# prince_frame_sequencer

--- src/rtl/gfx_pkg.sv ---
// Shared graphics constants, sprite geometry and the frame sequencer state encoding.
// Imported by the frame sequencer and by the reusable rectangle fill engine.
package gfx_pkg;

   localparam int X_W      = 9;
   localparam int Y_W      = 8;
   localparam int COL_W    = 3;
   localparam int SCREEN_W = 320;
   localparam int SCREEN_H = 240;

   localparam int SPR_W  = 32;
   localparam int SPR_H  = 64;
   localparam int CX_W   = $clog2(SPR_W);
   localparam int CY_W   = $clog2(SPR_H);

   localparam logic [X_W-1:0]   SPR_X     = X_W'(10);
   localparam logic [COL_W-1:0] BG_COLOUR = 3'b000;
   localparam logic [Y_W-1:0]   Y_MAX     = Y_W'(SCREEN_H - SPR_H);

   localparam int               DONE_TIMEOUT = 8191;
   localparam int               TMO_W        = $clog2(DONE_TIMEOUT + 1);
   localparam logic [TMO_W-1:0] TMO_LAST     = TMO_W'(DONE_TIMEOUT - 1);

   typedef enum logic [2:0] {
      ST_IDLE,
      ST_LATCH,
      ST_ERASE,
      ST_DRAW_REQ,
      ST_DRAW_WAIT,
      ST_FINISH
   } seq_state_t;

   // Keeps the whole sprite on screen.
   function automatic logic [Y_W-1:0] clamp_y(input logic [Y_W-1:0] y);
      return (y > Y_MAX) ? Y_MAX : y;
   endfunction

endpackage

--- src/rtl/rect_fill_engine.sv ---
// Walks an SPR_W x SPR_H rectangle row-major, one pixel per cycle, from a start pulse.
// Shared by every sprite sequencer that needs to erase its footprint.
module rect_fill_engine
   import gfx_pkg::*;
(
   input  logic             clk,
   input  logic             resetn,
   input  logic             start,
   input  logic [X_W-1:0]   x0,
   input  logic [Y_W-1:0]   y0,
   output logic [X_W-1:0]   x,
   output logic [Y_W-1:0]   y,
   output logic             we,
   output logic             last
);

   localparam logic [CX_W-1:0] CX_LAST = CX_W'(SPR_W - 1);
   localparam logic [CY_W-1:0] CY_LAST = CY_W'(SPR_H - 1);

   logic [CX_W-1:0] cx_q, cx_d;
   logic [CY_W-1:0] cy_q, cy_d;
   logic            active_q, active_d;

   // NOTE: every variable gets its hold value first so no path can infer a latch.
   always_comb begin
      cx_d     = cx_q;
      cy_d     = cy_q;
      active_d = active_q;
      if (start) begin
         active_d = 1'b1;
         cx_d     = '0;
         cy_d     = '0;
      end else if (active_q) begin
         cx_d = cx_q + 1'b1;
         if (cx_q == CX_LAST) begin
            cy_d = cy_q + 1'b1;
            if (cy_q == CY_LAST) begin
               active_d = 1'b0;
            end
         end
      end
   end

   // NOTE: state flops use non-blocking assignments so all of them update together on the edge.
   always_ff @(posedge clk) begin
      if (!resetn) begin
         cx_q     <= '0;
         cy_q     <= '0;
         active_q <= 1'b0;
      end else begin
         cx_q     <= cx_d;
         cy_q     <= cy_d;
         active_q <= active_d;
      end
   end

   assign x    = x0 + X_W'(cx_q);
   assign y    = y0 + Y_W'(cy_q);
   assign we   = active_q;
   assign last = active_q && (cx_q == CX_LAST) && (cy_q == CY_LAST);

endmodule

--- src/rtl/prince_frame_sequencer.sv ---
// Per-frame draw controller: erase the old prince footprint, trigger the sprite unit,
// and funnel whichever pixel source is active onto one registered VGA write port.
module prince_frame_sequencer
   import gfx_pkg::*;
(
   input  logic             clk,
   input  logic             resetn,
   input  logic             frame_tick,
   input  logic [Y_W-1:0]   y_target,
   output logic [Y_W-1:0]   spr_y,
   output logic             spr_plot,
   input  logic             spr_done,
   input  logic [X_W-1:0]   spr_x_in,
   input  logic [Y_W-1:0]   spr_y_in,
   input  logic [COL_W-1:0] spr_col_in,
   input  logic             spr_we_in,
   output logic [X_W-1:0]   vga_x,
   output logic [Y_W-1:0]   vga_y,
   output logic [COL_W-1:0] vga_colour,
   output logic             vga_we,
   output logic             busy,
   output logic             frame_done,
   output logic             overrun,
   output logic             fault
);

   seq_state_t       state_q, state_d;
   logic [Y_W-1:0]   old_y_q, old_y_d;
   logic [Y_W-1:0]   new_y_q, new_y_d;
   logic             old_valid_q, old_valid_d;
   logic [TMO_W-1:0] tmo_q, tmo_d;
   logic             overrun_q, overrun_d;
   logic             fault_q, fault_d;
   logic [X_W-1:0]   vga_x_q, vga_x_d;
   logic [Y_W-1:0]   vga_y_q, vga_y_d;
   logic [COL_W-1:0] vga_col_q, vga_col_d;
   logic             vga_we_q, vga_we_d;

   logic             erase_start;
   logic [X_W-1:0]   eng_x;
   logic [Y_W-1:0]   eng_y;
   logic             eng_we;
   logic             eng_last;
   logic [Y_W-1:0]   y_clamped;

   rect_fill_engine u_erase (
      .clk    (clk),
      .resetn (resetn),
      .start  (erase_start),
      .x0     (SPR_X),
      .y0     (old_y_q),
      .x      (eng_x),
      .y      (eng_y),
      .we     (eng_we),
      .last   (eng_last)
   );

   assign y_clamped = clamp_y(y_target);

   always_comb begin
      state_d     = state_q;
      old_y_d     = old_y_q;
      new_y_d     = new_y_q;
      old_valid_d = old_valid_q;
      tmo_d       = tmo_q;
      fault_d     = fault_q;
      erase_start = 1'b0;
      spr_plot    = 1'b0;
      frame_done  = 1'b0;
      // Ticks arriving in any non-idle state, FINISH included, are dropped.
      overrun_d   = overrun_q | (frame_tick && (state_q != ST_IDLE));

      case (state_q)
         ST_IDLE: begin
            if (frame_tick) state_d = ST_LATCH;
         end
         ST_LATCH: begin
            new_y_d = y_clamped;
            if (!old_valid_q || (y_clamped == old_y_q)) begin
               state_d = ST_DRAW_REQ;
            end else begin
               erase_start = 1'b1;
               state_d     = ST_ERASE;
            end
         end
         ST_ERASE: begin
            if (eng_last) state_d = ST_DRAW_REQ;
         end
         ST_DRAW_REQ: begin
            spr_plot = 1'b1;
            tmo_d    = '0;
            state_d  = ST_DRAW_WAIT;
         end
         ST_DRAW_WAIT: begin
            if (spr_done) begin
               state_d = ST_FINISH;
            end else if (tmo_q == TMO_LAST) begin
               fault_d = 1'b1;
               state_d = ST_FINISH;
            end else begin
               tmo_d = tmo_q + 1'b1;
            end
         end
         ST_FINISH: begin
            old_y_d     = new_y_q;
            old_valid_d = 1'b1;
            frame_done  = 1'b1;
            state_d     = ST_IDLE;
         end
         default: state_d = ST_IDLE;
      endcase
   end

   // Only one pixel source is live per state; coordinates hold whenever nothing writes.
   always_comb begin
      vga_we_d  = 1'b0;
      vga_x_d   = vga_x_q;
      vga_y_d   = vga_y_q;
      vga_col_d = vga_col_q;
      if (state_q == ST_ERASE && eng_we) begin
         vga_we_d  = 1'b1;
         vga_x_d   = eng_x;
         vga_y_d   = eng_y;
         vga_col_d = BG_COLOUR;
      end else if (state_q == ST_DRAW_WAIT && spr_we_in) begin
         vga_we_d  = 1'b1;
         vga_x_d   = spr_x_in;
         vga_y_d   = spr_y_in;
         vga_col_d = spr_col_in;
      end
   end

   always_ff @(posedge clk) begin
      if (!resetn) begin
         state_q     <= ST_IDLE;
         old_y_q     <= '0;
         new_y_q     <= '0;
         old_valid_q <= 1'b0;
         tmo_q       <= '0;
         overrun_q   <= 1'b0;
         fault_q     <= 1'b0;
         vga_x_q     <= '0;
         vga_y_q     <= '0;
         vga_col_q   <= '0;
         vga_we_q    <= 1'b0;
      end else begin
         state_q     <= state_d;
         old_y_q     <= old_y_d;
         new_y_q     <= new_y_d;
         old_valid_q <= old_valid_d;
         tmo_q       <= tmo_d;
         overrun_q   <= overrun_d;
         fault_q     <= fault_d;
         vga_x_q     <= vga_x_d;
         vga_y_q     <= vga_y_d;
         vga_col_q   <= vga_col_d;
         vga_we_q    <= vga_we_d;
      end
   end

   assign spr_y      = new_y_q;
   assign busy       = (state_q != ST_IDLE);
   assign overrun    = overrun_q;
   assign fault      = fault_q;
   assign vga_x      = vga_x_q;
   assign vga_y      = vga_y_q;
   assign vga_colour = vga_col_q;
   assign vga_we     = vga_we_q;

endmodule

--- config.mk ---
export PLATFORM = sky130hd
export DESIGN_NAME = prince_frame_sequencer
export DESIGN_NICKNAME = d
export VERILOG_FILES = /design/src/rtl/gfx_pkg.sv /design/src/rtl/rect_fill_engine.sv /design/src/rtl/prince_frame_sequencer.sv
export SDC_FILE = /design/constraint.sdc
export NUM_CORES = 1
export LEC_CHECK = 0
export CORE_ASPECT_RATIO = 0.9
export CORE_MARGIN = 1
export CORE_UTILIZATION = 35
export CTS_CLUSTER_SIZE = 30
export DETAILED_ROUTE_END_ITERATION = 8
export PLACE_DENSITY_LB_ADDON = 0.08
export SYNTH_ARGS = -nofsm -noshare
export SYNTH_HDL_FRONTEND = slang
export SYNTH_SLANG_ARGS = --single-unit
export TNS_END_PERCENT = 5
--- constraint.sdc ---
create_clock -name clk -period 4.62 [get_ports clk]
set_clock_uncertainty 0.15 [all_clocks]
set_input_delay 1.155 -clock clk [delete_from_list [all_inputs] [get_ports clk]]
set_output_delay 1.155 -clock clk [all_outputs]
set_load 0.03 [all_outputs]
# sram_mb_bank_sched

File: config.mk
export PLATFORM = sky130hd
export DESIGN_NAME = sram_mb_bank_sched
export DESIGN_NICKNAME = d
export VERILOG_FILES = /design/src/rtl/sram_mb_bank_sched.sv
export SDC_FILE = /design/constraint.sdc
export NUM_CORES = 1
export LEC_CHECK = 0
export ABC_AREA = 0
export ABC_CLOCK_PERIOD_IN_PS = 4950
export CORE_ASPECT_RATIO = 1.4
export CORE_UTILIZATION = 35
export CTS_CLUSTER_DIAMETER = 40
export DETAILED_ROUTE_END_ITERATION = 10
export HOLD_SLACK_MARGIN = 0.1
export PLACE_DENSITY = 0.81
export SYNTH_ARGS = -nofsm -noshare
export SYNTH_HDL_FRONTEND = slang
export SYNTH_SLANG_ARGS = --single-unit
File: constraint.sdc
create_clock -name clk -period 4.95 [get_ports clk]
set_input_delay 0.7425 -clock clk [delete_from_list [all_inputs] [get_ports clk]]
set_output_delay 0.7425 -clock clk [all_outputs]
set_load 0.02 [all_outputs]
File: src/rtl/sram_mb_bank_sched.sv
// Bank scheduler for a multi-bank two-port SRAM: fills and drains whole banks in ring order,
// arbitrating write/read round-robin over the shared bank select.
module sram_mb_bank_sched #(
   parameter int NUMB_BNK    = 2,
   parameter int SIZE        = 64,
   parameter int DATA_WD     = 32,
   parameter int NUMB_BNK_WD = $clog2(NUMB_BNK),
   parameter int SIZE_WD     = $clog2(SIZE)
) (
   input  logic                   clk,
   input  logic                   rstn,
   input  logic                   clr_i,
   input  logic                   wr_val_i,
   input  logic [DATA_WD-1:0]     wr_dat_i,
   output logic                   wr_rdy_o,
   input  logic                   rd_req_i,
   output logic                   rd_ack_o,
   output logic                   rd_val_o,
   output logic                   rd_lst_o,
   output logic [NUMB_BNK_WD:0]   cnt_ful_o,
   output logic [NUMB_BNK_WD-1:0] sram_idx_bnk_o,
   output logic                   sram_wr_val_o,
   output logic [SIZE_WD-1:0]     sram_wr_adr_o,
   output logic [DATA_WD-1:0]     sram_wr_dat_o,
   output logic                   sram_rd_val_o,
   output logic [SIZE_WD-1:0]     sram_rd_adr_o
);

   localparam logic [NUMB_BNK_WD-1:0] BNK_LST = NUMB_BNK_WD'(NUMB_BNK - 1);
   localparam logic [SIZE_WD-1:0]     ADR_LST = SIZE_WD'(SIZE - 1);

   logic [NUMB_BNK-1:0]    ful_r, ful_nxt;
   logic [NUMB_BNK_WD-1:0] wr_bnk_r, rd_bnk_r, lck_bnk_r, idx_r;
   logic [SIZE_WD-1:0]     wr_adr_r, rd_adr_r;
   logic [NUMB_BNK_WD:0]   cnt_ful_r, cnt_nxt;
   logic                   rr_r, lck_val_r, rd_val_r, rd_lst_r;
   logic                   wr_elg, rd_elg, wr_gnt, rd_gnt, wr_lst, rd_lst;

   assign wr_lst = (wr_adr_r == ADR_LST);
   assign rd_lst = (rd_adr_r == ADR_LST);

   // In the cycle after a read the select must stay on that bank, so only ops on it may issue.
   assign wr_elg = wr_val_i & ~ful_r[wr_bnk_r] & (~lck_val_r | (wr_bnk_r == lck_bnk_r)) & ~clr_i;
   assign rd_elg = rd_req_i &  ful_r[rd_bnk_r] & (~lck_val_r | (rd_bnk_r == lck_bnk_r)) & ~clr_i;
   assign wr_gnt = wr_elg & (~rd_elg | rr_r);
   assign rd_gnt = rd_elg & ~wr_gnt;

   always_comb begin
      ful_nxt = ful_r;
      if (wr_gnt && wr_lst) ful_nxt[wr_bnk_r] = 1'b1;
      if (rd_gnt && rd_lst) ful_nxt[rd_bnk_r] = 1'b0;
      cnt_nxt = '0;
      for (int i = 0; i < NUMB_BNK; i++)
         cnt_nxt = cnt_nxt + {{NUMB_BNK_WD{1'b0}}, ful_nxt[i]};
   end

   always_comb begin
      if (lck_val_r)   sram_idx_bnk_o = lck_bnk_r;
      else if (wr_gnt) sram_idx_bnk_o = wr_bnk_r;
      else if (rd_gnt) sram_idx_bnk_o = rd_bnk_r;
      else             sram_idx_bnk_o = idx_r;
   end

   assign wr_rdy_o      = wr_gnt;
   assign rd_ack_o      = rd_gnt;
   assign sram_wr_val_o = wr_gnt;
   assign sram_wr_adr_o = wr_adr_r;
   assign sram_wr_dat_o = wr_dat_i;
   assign sram_rd_val_o = rd_gnt;
   assign sram_rd_adr_o = rd_adr_r;
   assign rd_val_o      = rd_val_r;
   assign rd_lst_o      = rd_lst_r;
   assign cnt_ful_o     = cnt_ful_r;

   always_ff @(posedge clk or negedge rstn) begin
      if (!rstn) begin
         ful_r     <= '0;
         wr_bnk_r  <= '0;
         wr_adr_r  <= '0;
         rd_bnk_r  <= '0;
         rd_adr_r  <= '0;
         lck_val_r <= 1'b0;
         lck_bnk_r <= '0;
         idx_r     <= '0;
         cnt_ful_r <= '0;
         rd_val_r  <= 1'b0;
         rd_lst_r  <= 1'b0;
         rr_r      <= 1'b1;
      end else if (clr_i) begin
         ful_r     <= '0;
         wr_bnk_r  <= '0;
         wr_adr_r  <= '0;
         rd_bnk_r  <= '0;
         rd_adr_r  <= '0;
         lck_val_r <= 1'b0;
         lck_bnk_r <= '0;
         idx_r     <= '0;
         cnt_ful_r <= '0;
         rd_val_r  <= 1'b0;
         rd_lst_r  <= 1'b0;
         rr_r      <= 1'b1;
      end else begin
         ful_r     <= ful_nxt;
         cnt_ful_r <= cnt_nxt;
         idx_r     <= sram_idx_bnk_o;
         rd_val_r  <= rd_gnt;
         rd_lst_r  <= rd_gnt & rd_lst;
         lck_val_r <= rd_gnt;
         if (rd_gnt) lck_bnk_r <= rd_bnk_r;
         if (wr_gnt || rd_gnt) rr_r <= rd_gnt;
         if (wr_gnt) begin
            wr_adr_r <= wr_lst ? '0 : wr_adr_r + 1'b1;
            if (wr_lst) wr_bnk_r <= (wr_bnk_r == BNK_LST) ? '0 : wr_bnk_r + 1'b1;
         end
         if (rd_gnt) begin
            rd_adr_r <= rd_lst ? '0 : rd_adr_r + 1'b1;
            if (rd_lst) rd_bnk_r <= (rd_bnk_r == BNK_LST) ? '0 : rd_bnk_r + 1'b1;
         end
      end
   end

endmodule

# moving_average_n_flat

File: src/rtl/moving_average_n_if.sv
// Sample-stream interface for the moving-average filter: strobe, length select,
// input sample, and the averaged result with its valid/primed flags.
interface moving_average_n_if #(
    parameter int unsigned DATA_WIDTH = 16,
    parameter int unsigned LOG2_W     = 3
);
    logic                         ce;
    logic        [LOG2_W-1:0]     log2_len;
    logic signed [DATA_WIDTH-1:0] din;
    logic signed [DATA_WIDTH-1:0] dout;
    logic                         dout_valid;
    logic                         primed;

    // Upstream source: drives samples, reads the average.
    modport master (
        output ce,
        output log2_len,
        output din,
        input  dout,
        input  dout_valid,
        input  primed
    );

    // Filter side.
    modport slave (
        input  ce,
        input  log2_len,
        input  din,
        output dout,
        output dout_valid,
        output primed
    );
endinterface

File: src/rtl/moving_average_n.sv
// Boxcar filter of run-time length 2^k over a signed sample stream. Keeps a
// recursive running sum over a circular buffer; output is rounded half-up and
// divided by 2^k. Missing samples before the window fills count as zero.
module moving_average_n #(
    parameter int unsigned DATA_WIDTH   = 16,
    parameter int unsigned LOG2_LEN_MAX = 5,
    parameter int unsigned LOG2_W       = 3
) (
    input logic               clk,
    input logic               rst,
    moving_average_n_if.slave bus
);
    localparam int unsigned DEPTH  = 1 << LOG2_LEN_MAX;
    localparam int unsigned ACC_W  = DATA_WIDTH + LOG2_LEN_MAX;
    localparam int unsigned PTR_W  = LOG2_LEN_MAX;
    localparam int unsigned FILL_W = LOG2_LEN_MAX + 1;
    localparam logic [LOG2_W-1:0] LEN_MAX = LOG2_W'(LOG2_LEN_MAX);

    logic        [LOG2_W-1:0]     len_q, len_d, k_req;
    logic signed [ACC_W-1:0]      acc_q, acc_d;
    logic        [PTR_W-1:0]      wr_ptr_q, wr_ptr_d, rd_idx;
    logic        [FILL_W-1:0]     fill_q, fill_d, len_n;
    logic signed [DATA_WIDTH-1:0] dout_q, dout_d;
    logic                         dout_valid_q, dout_valid_d;
    logic                         primed_q, primed_d;
    logic signed [DATA_WIDTH-1:0] buf_mem [DEPTH];

    logic                         len_change;
    logic                         accept;
    logic                         full;
    logic signed [DATA_WIDTH-1:0] old_sample;
    logic signed [ACC_W-1:0]      old_ext, din_ext, sum_next, rnd, sum_rnd;

    // Window geometry, sample retiring and rounded average for this cycle.
    always_comb begin
        k_req      = (bus.log2_len > LEN_MAX) ? LEN_MAX : bus.log2_len;
        len_change = (k_req != len_q);
        accept     = bus.ce && !len_change;
        len_n      = FILL_W'(1) << len_q;
        full       = (fill_q == len_n);
        // For k = LOG2_LEN_MAX the offset truncates to 0: the slot about to be
        // overwritten is exactly the sample leaving the window.
        rd_idx     = wr_ptr_q - len_n[PTR_W-1:0];
        old_sample = buf_mem[rd_idx];
        old_ext    = full ? {{LOG2_LEN_MAX{old_sample[DATA_WIDTH-1]}}, old_sample} : '0;
        din_ext    = {{LOG2_LEN_MAX{bus.din[DATA_WIDTH-1]}}, bus.din};
        sum_next   = acc_q + din_ext - old_ext;
        rnd        = (len_q == '0) ? '0 : ACC_W'(1) << (len_q - LOG2_W'(1));
        // Headroom: |sum| <= 2^k * 2^(DATA_WIDTH-1), so adding R cannot overflow.
        sum_rnd    = sum_next + rnd;
    end

    // Next-state: length change flushes the window, an accepted sample advances it.
    always_comb begin
        len_d        = len_q;
        acc_d        = acc_q;
        wr_ptr_d     = wr_ptr_q;
        fill_d       = fill_q;
        dout_d       = dout_q;
        dout_valid_d = 1'b0;
        primed_d     = primed_q;
        if (len_change) begin
            len_d    = k_req;
            acc_d    = '0;
            fill_d   = '0;
            primed_d = 1'b0;
        end else if (bus.ce) begin
            acc_d        = sum_next;
            wr_ptr_d     = wr_ptr_q + PTR_W'(1);
            fill_d       = full ? fill_q : fill_q + FILL_W'(1);
            dout_d       = DATA_WIDTH'(sum_rnd >>> len_q);
            dout_valid_d = 1'b1;
            primed_d     = (fill_d == len_n);
        end
    end

    // Control and datapath registers.
    always_ff @(posedge clk or posedge rst) begin
        if (rst) begin
            len_q        <= LEN_MAX;
            acc_q        <= '0;
            wr_ptr_q     <= '0;
            fill_q       <= '0;
            dout_q       <= '0;
            dout_valid_q <= 1'b0;
            primed_q     <= 1'b0;
        end else begin
            len_q        <= len_d;
            acc_q        <= acc_d;
            wr_ptr_q     <= wr_ptr_d;
            fill_q       <= fill_d;
            dout_q       <= dout_d;
            dout_valid_q <= dout_valid_d;
            primed_q     <= primed_d;
        end
    end

    // Sample history; contents are only ever read once fill marks them valid.
    always_ff @(posedge clk) begin
        if (accept) begin
            buf_mem[wr_ptr_q] <= bus.din;
        end
    end

    assign bus.dout       = dout_q;
    assign bus.dout_valid = dout_valid_q;
    assign bus.primed     = primed_q;

endmodule

File: src/flat_wrapper.sv
// flat-port wrapper written by rule: the top's interface ports become plain ports
module moving_average_n_flat 
#(
    parameter int unsigned DATA_WIDTH   = 16,
    parameter int unsigned LOG2_LEN_MAX = 5,
    parameter int unsigned LOG2_W       = 3
)
  (clk, rst, bus_ce, bus_log2_len, bus_din, bus_dout, bus_dout_valid, bus_primed);
  moving_average_n_if #(.DATA_WIDTH(DATA_WIDTH), .LOG2_W(LOG2_W)) bus_i ();
  input logic clk;
  input logic rst;
  input wire logic [$bits(bus_i.ce)-1:0] bus_ce;
  input wire logic [$bits(bus_i.log2_len)-1:0] bus_log2_len;
  input wire logic [$bits(bus_i.din)-1:0] bus_din;
  output wire logic [$bits(bus_i.dout)-1:0] bus_dout;
  output wire logic [$bits(bus_i.dout_valid)-1:0] bus_dout_valid;
  output wire logic [$bits(bus_i.primed)-1:0] bus_primed;
  assign bus_i.ce = bus_ce;
  assign bus_i.log2_len = bus_log2_len;
  assign bus_i.din = bus_din;
  assign bus_dout = bus_i.dout;
  assign bus_dout_valid = bus_i.dout_valid;
  assign bus_primed = bus_i.primed;
  moving_average_n #(.DATA_WIDTH(DATA_WIDTH), .LOG2_LEN_MAX(LOG2_LEN_MAX), .LOG2_W(LOG2_W)) u_core (.clk(clk), .rst(rst), .bus(bus_i));
endmodule
File: config.mk
export PLATFORM = sky130hd
export DESIGN_NAME = moving_average_n_flat
export DESIGN_NICKNAME = d
export VERILOG_FILES = /design/src/rtl/moving_average_n_if.sv /design/src/rtl/moving_average_n.sv /design/src/flat_wrapper.sv
export SDC_FILE = /design/constraint.sdc
export NUM_CORES = 1
export LEC_CHECK = 0
export ABC_AREA = 0
export CAP_MARGIN = 10
export CORE_ASPECT_RATIO = 0.6
export CORE_UTILIZATION = 25
export CTS_CLUSTER_DIAMETER = 80
export DETAILED_ROUTE_END_ITERATION = 16
export PLACE_DENSITY = 0.46
export SYNTH_ARGS = -nofsm -noshare
export SYNTH_HDL_FRONTEND = slang
export SYNTH_SLANG_ARGS = --single-unit
File: constraint.sdc
create_clock -name clk -period 12.51 [get_ports clk]
set_clock_uncertainty 0.1 [all_clocks]
set_input_delay 1.8765 -clock clk [delete_from_list [all_inputs] [get_ports clk]]
set_output_delay 1.8765 -clock clk [all_outputs]
set_load 0.01 [all_outputs]

==> layout pictures side by side <==
Track usage over the die.
shot_01.png
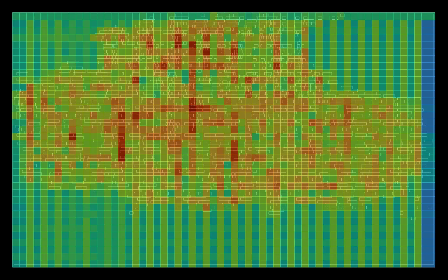
shot_02.png
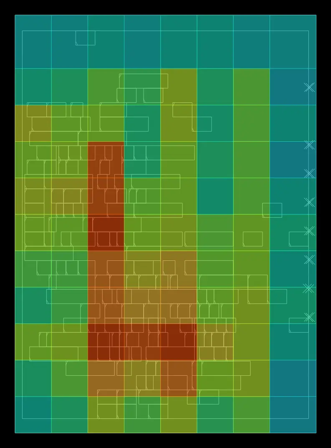
shot_03.png
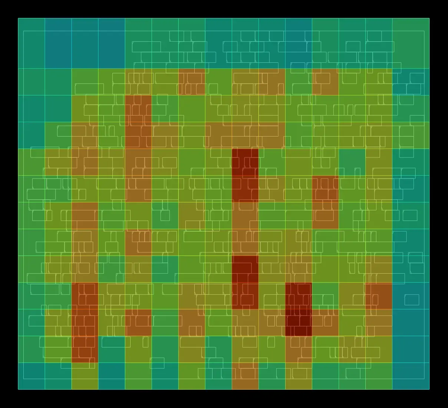
- highest utilization: shot_03.png
shot_03.png: prince_frame_sequencer
shot_01.png: moving_average_n_flat
shot_02.png: sram_mb_bank_sched

==> sram_mb_bank_sched/clock_map.png <==
Scale bar: 20 um.
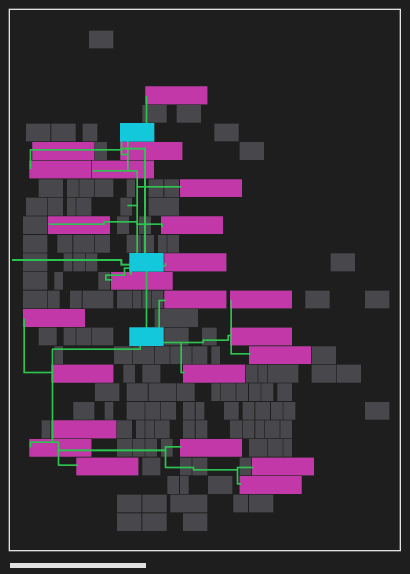
[flip-flops] magenta | count: 23
[cells driving clock nets] cyan | count: 3
[clock wires] green | length: 271 um
routed clock nets: 4

==> commit_impl_results.txt, sram_mb_bank_sched <==
Log flow metrics for this revision

* Top cell by count, worst path: sky130_fd_sc_hd__clkdlybuf4s50_1
- The net count of the finished layout is 197.
- In the final layout, the fill cell count is a little under 400.
* Number of cells upsized or downsized after cts: 0
- Across all checked pins, the minimum headroom to the slew limit is 0.332.
* Outcome: finished with violations
- WL final: about 2900 um
- Once layout is complete, the utilization of the core stands at 0.395.
* List of most frequent post-synthesis cells: sky130_fd_sc_hd__buf_4, sky130_fd_sc_hd__dfrtp_1, sky130_fd_sc_hd__nand3_1, sky130_fd_sc_hd__a21oi_1, sky130_fd_sc_hd__o21ai_0
- Final Max Tran Viols: 0
* Total gr overflow: 0
* Critical path launch point: clr_i
- Drt drc: 16
* Initial antenna violation count: 0
- In this build the clock could be raised as far as ~260 MHz.
- For this configuration, the core starts out at a cell density of 0.373.
* Most numerous logic cells after layout: sky130_fd_sc_hd__clkdlybuf4s50_1, sky130_fd_sc_hd__dfrtp_1, sky130_fd_sc_hd__nand3_1, sky130_fd_sc_hd__o21ai_0, sky130_fd_sc_hd__a21oi_1
* Number of clock buffer instances in the layout: 3
- Number of cell rows: 27
- Violated checks: design-rule violations
- Share of the clock period used by the worst path after layout: 0.787
- Final Hold Viols: 0
* Sink count of the clock tree: 23
- Simple-gate area share of the yosys netlist: 0.199
* Largest cells by area after synthesis: sky130_fd_sc_hd__dfrtp_1, sky130_fd_sc_hd__buf_4, sky130_fd_sc_hd__nand3_1
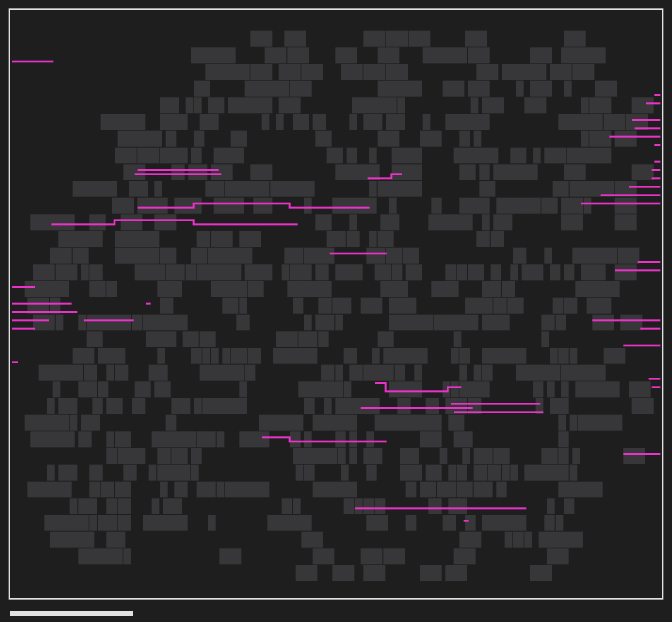
(prince_frame_sequencer/met3.png)
Scale bar: 20 um.
nets with wire on the layer: 35
wire length on this layer: 368 um
share of all routed wire: 4.4%
main direction: horizontal

==> commit_impl_results.txt, prince_frame_sequencer <==
Log flow metrics for this revision

* Outcome: finished, final reports clean
- Post-detailed-placement half-perimeter wirelength: approximately 6100 um
- Simple-gate area share of the yosys netlist: 0.213
* Clock buffer depth: 2
- Total Die Area: slightly above 0.01 mm^2
- Per the synth stats, the proportion of register bits with asynchronous set or reset is 0.
- Multi-input combinational cells in the finished layout were counted as ~290.
* Final setup viols: 0
* Number of instances in the placed design: 565
- Post-CTS timing repair inserted 0 buffers for setup.
- Dividing the final minimum period by the clock period gives 0.821.
- Number of cells upsized or downsized after cts: 0
- Origin of the worst min-delay path: vga_y[0]
* Pre-antenna DRT Iters: 4
- The stat command in Yosys gives a chip area of roughly 0.0034 mm^2.
* Core region area: just over 0.009 mm^2
- Total vias in the final route: between 2,000 and 3,000
- WHS: approximately 0.3 ns
* Cells in synth_stat.txt: 393
* Antenna cells: 0
- The largest cell class by area is combinational gates.
- Category of the most critical setup path: flip-flop to output port
- TNS Setup: 0 ns
- Per the OpenROAD timing report, the critical path contains 4 cells.
* Via count of the first global-routing pass: between 2,000 and 3,000
- During I/O placement, the number of pins put on the boundary was between 60 and 70.
* Number of synthesized flops with an enable pin: 0
* Max FFs per register: 13
- Clock input transition at the sequential cells of the worst setup and hold paths: around 0.070 ns
* Horizontal extent of the die: 106 um
- In the global route stage, met1 resource usage came out at 0.235.
- RSZ-0062 raised after global routing: false
- FP Util: 0.368
- By instance count after routing, the leading logic cell type is sky130_fd_sc_hd__dfxtp_1.
- STA lists the maximum fanout along the critical path as 13.
- Met3 track demand over resource in global routing: 0.0440
- The area taken by multi-input combinational cells is reported as around 0.0019 mm^2.
* Number of nets in the layout: 500
- Largest reg by FF count: tmo_q
* Final core area utilization: 0.473
- The final layout report lists a non-clock buffer count of roughly 73.
- Per the timing report, the achievable frequency comes out to roughly 260 MHz.
- Total gr overflow: 0
- Final Hold Viols: 0
- CTS built an H-tree with a depth of 3.
- Per the timing report, the most critical flop-to-flop path originates at state_q[0].
* Crit-path leading delay family: buffers and inverters
* Max-cap viol count: 0
* Startpoint type of the worst setup path: flip-flop
* Fin worst setup slack: 0.825 ns
- Share of synthesized area spent on multiplexers: 0.0446
* Comb area leader: simple AND/OR/NAND/NOR gates
* Top metal layer carrying routed signals: met4
* Final Max Tran Viols: 0
* WL final: approximately 8400 um
* Post-synthesis instance total: approximately 390
* Total tool warning count: 27
- Maximum number of pins on one net before global-route repair: 25
- Per the layout report, the design carries 14 clock buffers.
- In this run, the synthesized area fraction spent on AND-OR/OR-AND gates is recorded as 0.183.
- Counting every net in the synthesized netlist gives ~440.
- Capturing element of the worst setup path: frame_done
* Routed met1 length: 4150 um
- Worst Hold Class: flip-flop to flip-flop
- Number of non-clock inverters: 14
- Logged for this run, the post-placement worst setup slack is roughly 1.1 ns.
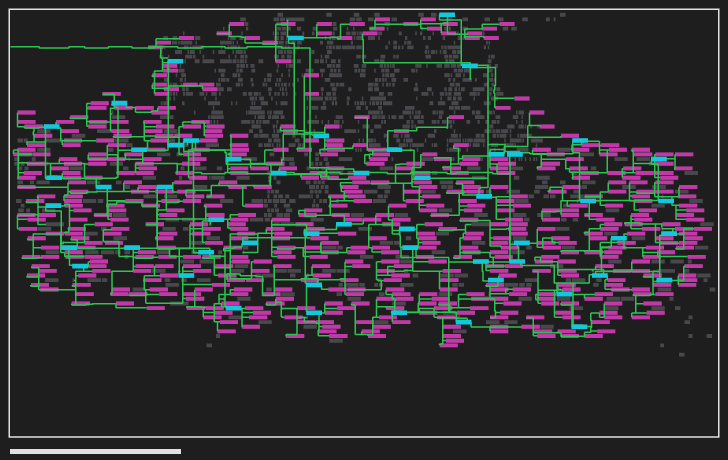
(moving_average_n_flat/clock_map.png)
Scale bar: 100 um.
[cells driving clock nets] cyan | count: 52
[flip-flops] magenta | count: 565
[clock wires] green | length: 7,600 um
routed clock nets: 53

==> commit_impl_results.txt, moving_average_n_flat <==
Log flow metrics for this revision

- Total non-filler cell area in the finished layout: a little under 0.03 mm^2
* Worst Max-Slew Pin Slew: slightly below 1 ns
- Dividing the final minimum period by the clock period gives 0.728.
- Met3 routed wirelength: about 3900 um
- Per Yosys stat, the portion of area used by sequential elements is 0.658.
- Entering global routing, the biggest net connects 88 pins.
- Registers take 0.0167 mm^2.
* Final Hold Viols: 0
* Outcome: finished, final reports clean
* CP Buf/Inv Count: 1
- Per the detail_route report, routed wire per instance is about 24 um.
- Post-placement setup slack: between 3 and 4 ns
- Compound-cell area share of the yosys netlist: 0.0439
* Dominant cell by count in the synthesized netlist: sky130_fd_sc_hd__edfxtp_1
- The synthesis stat section lists a flop and latch total of between 500 and 600.
* Post-detailed-placement half-perimeter wirelength: approximately 44,000 um
- Number of top-level design ports: roughly 40
- Setup Fix Bufs, Post-CTS: 0


==> notes/layouts.md <==
Pictures saved along the way, in no particular order.

Met2 routing.
Plate I
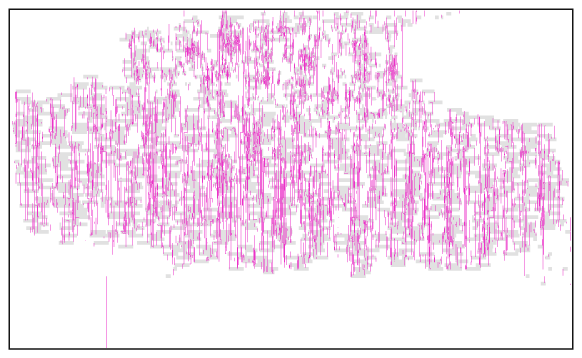
Plate II
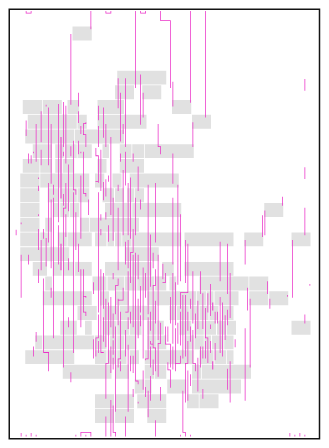
Plate III
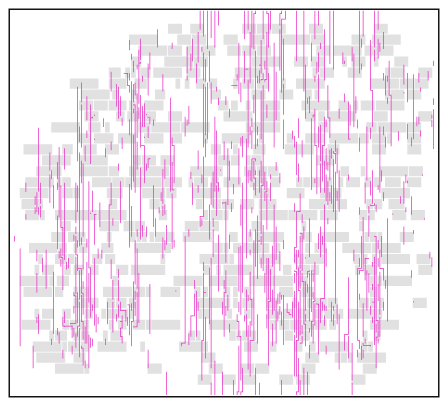
Plate I comes from moving_average_n_flat.
Plate II comes from sram_mb_bank_sched.
Plate III comes from prince_frame_sequencer.

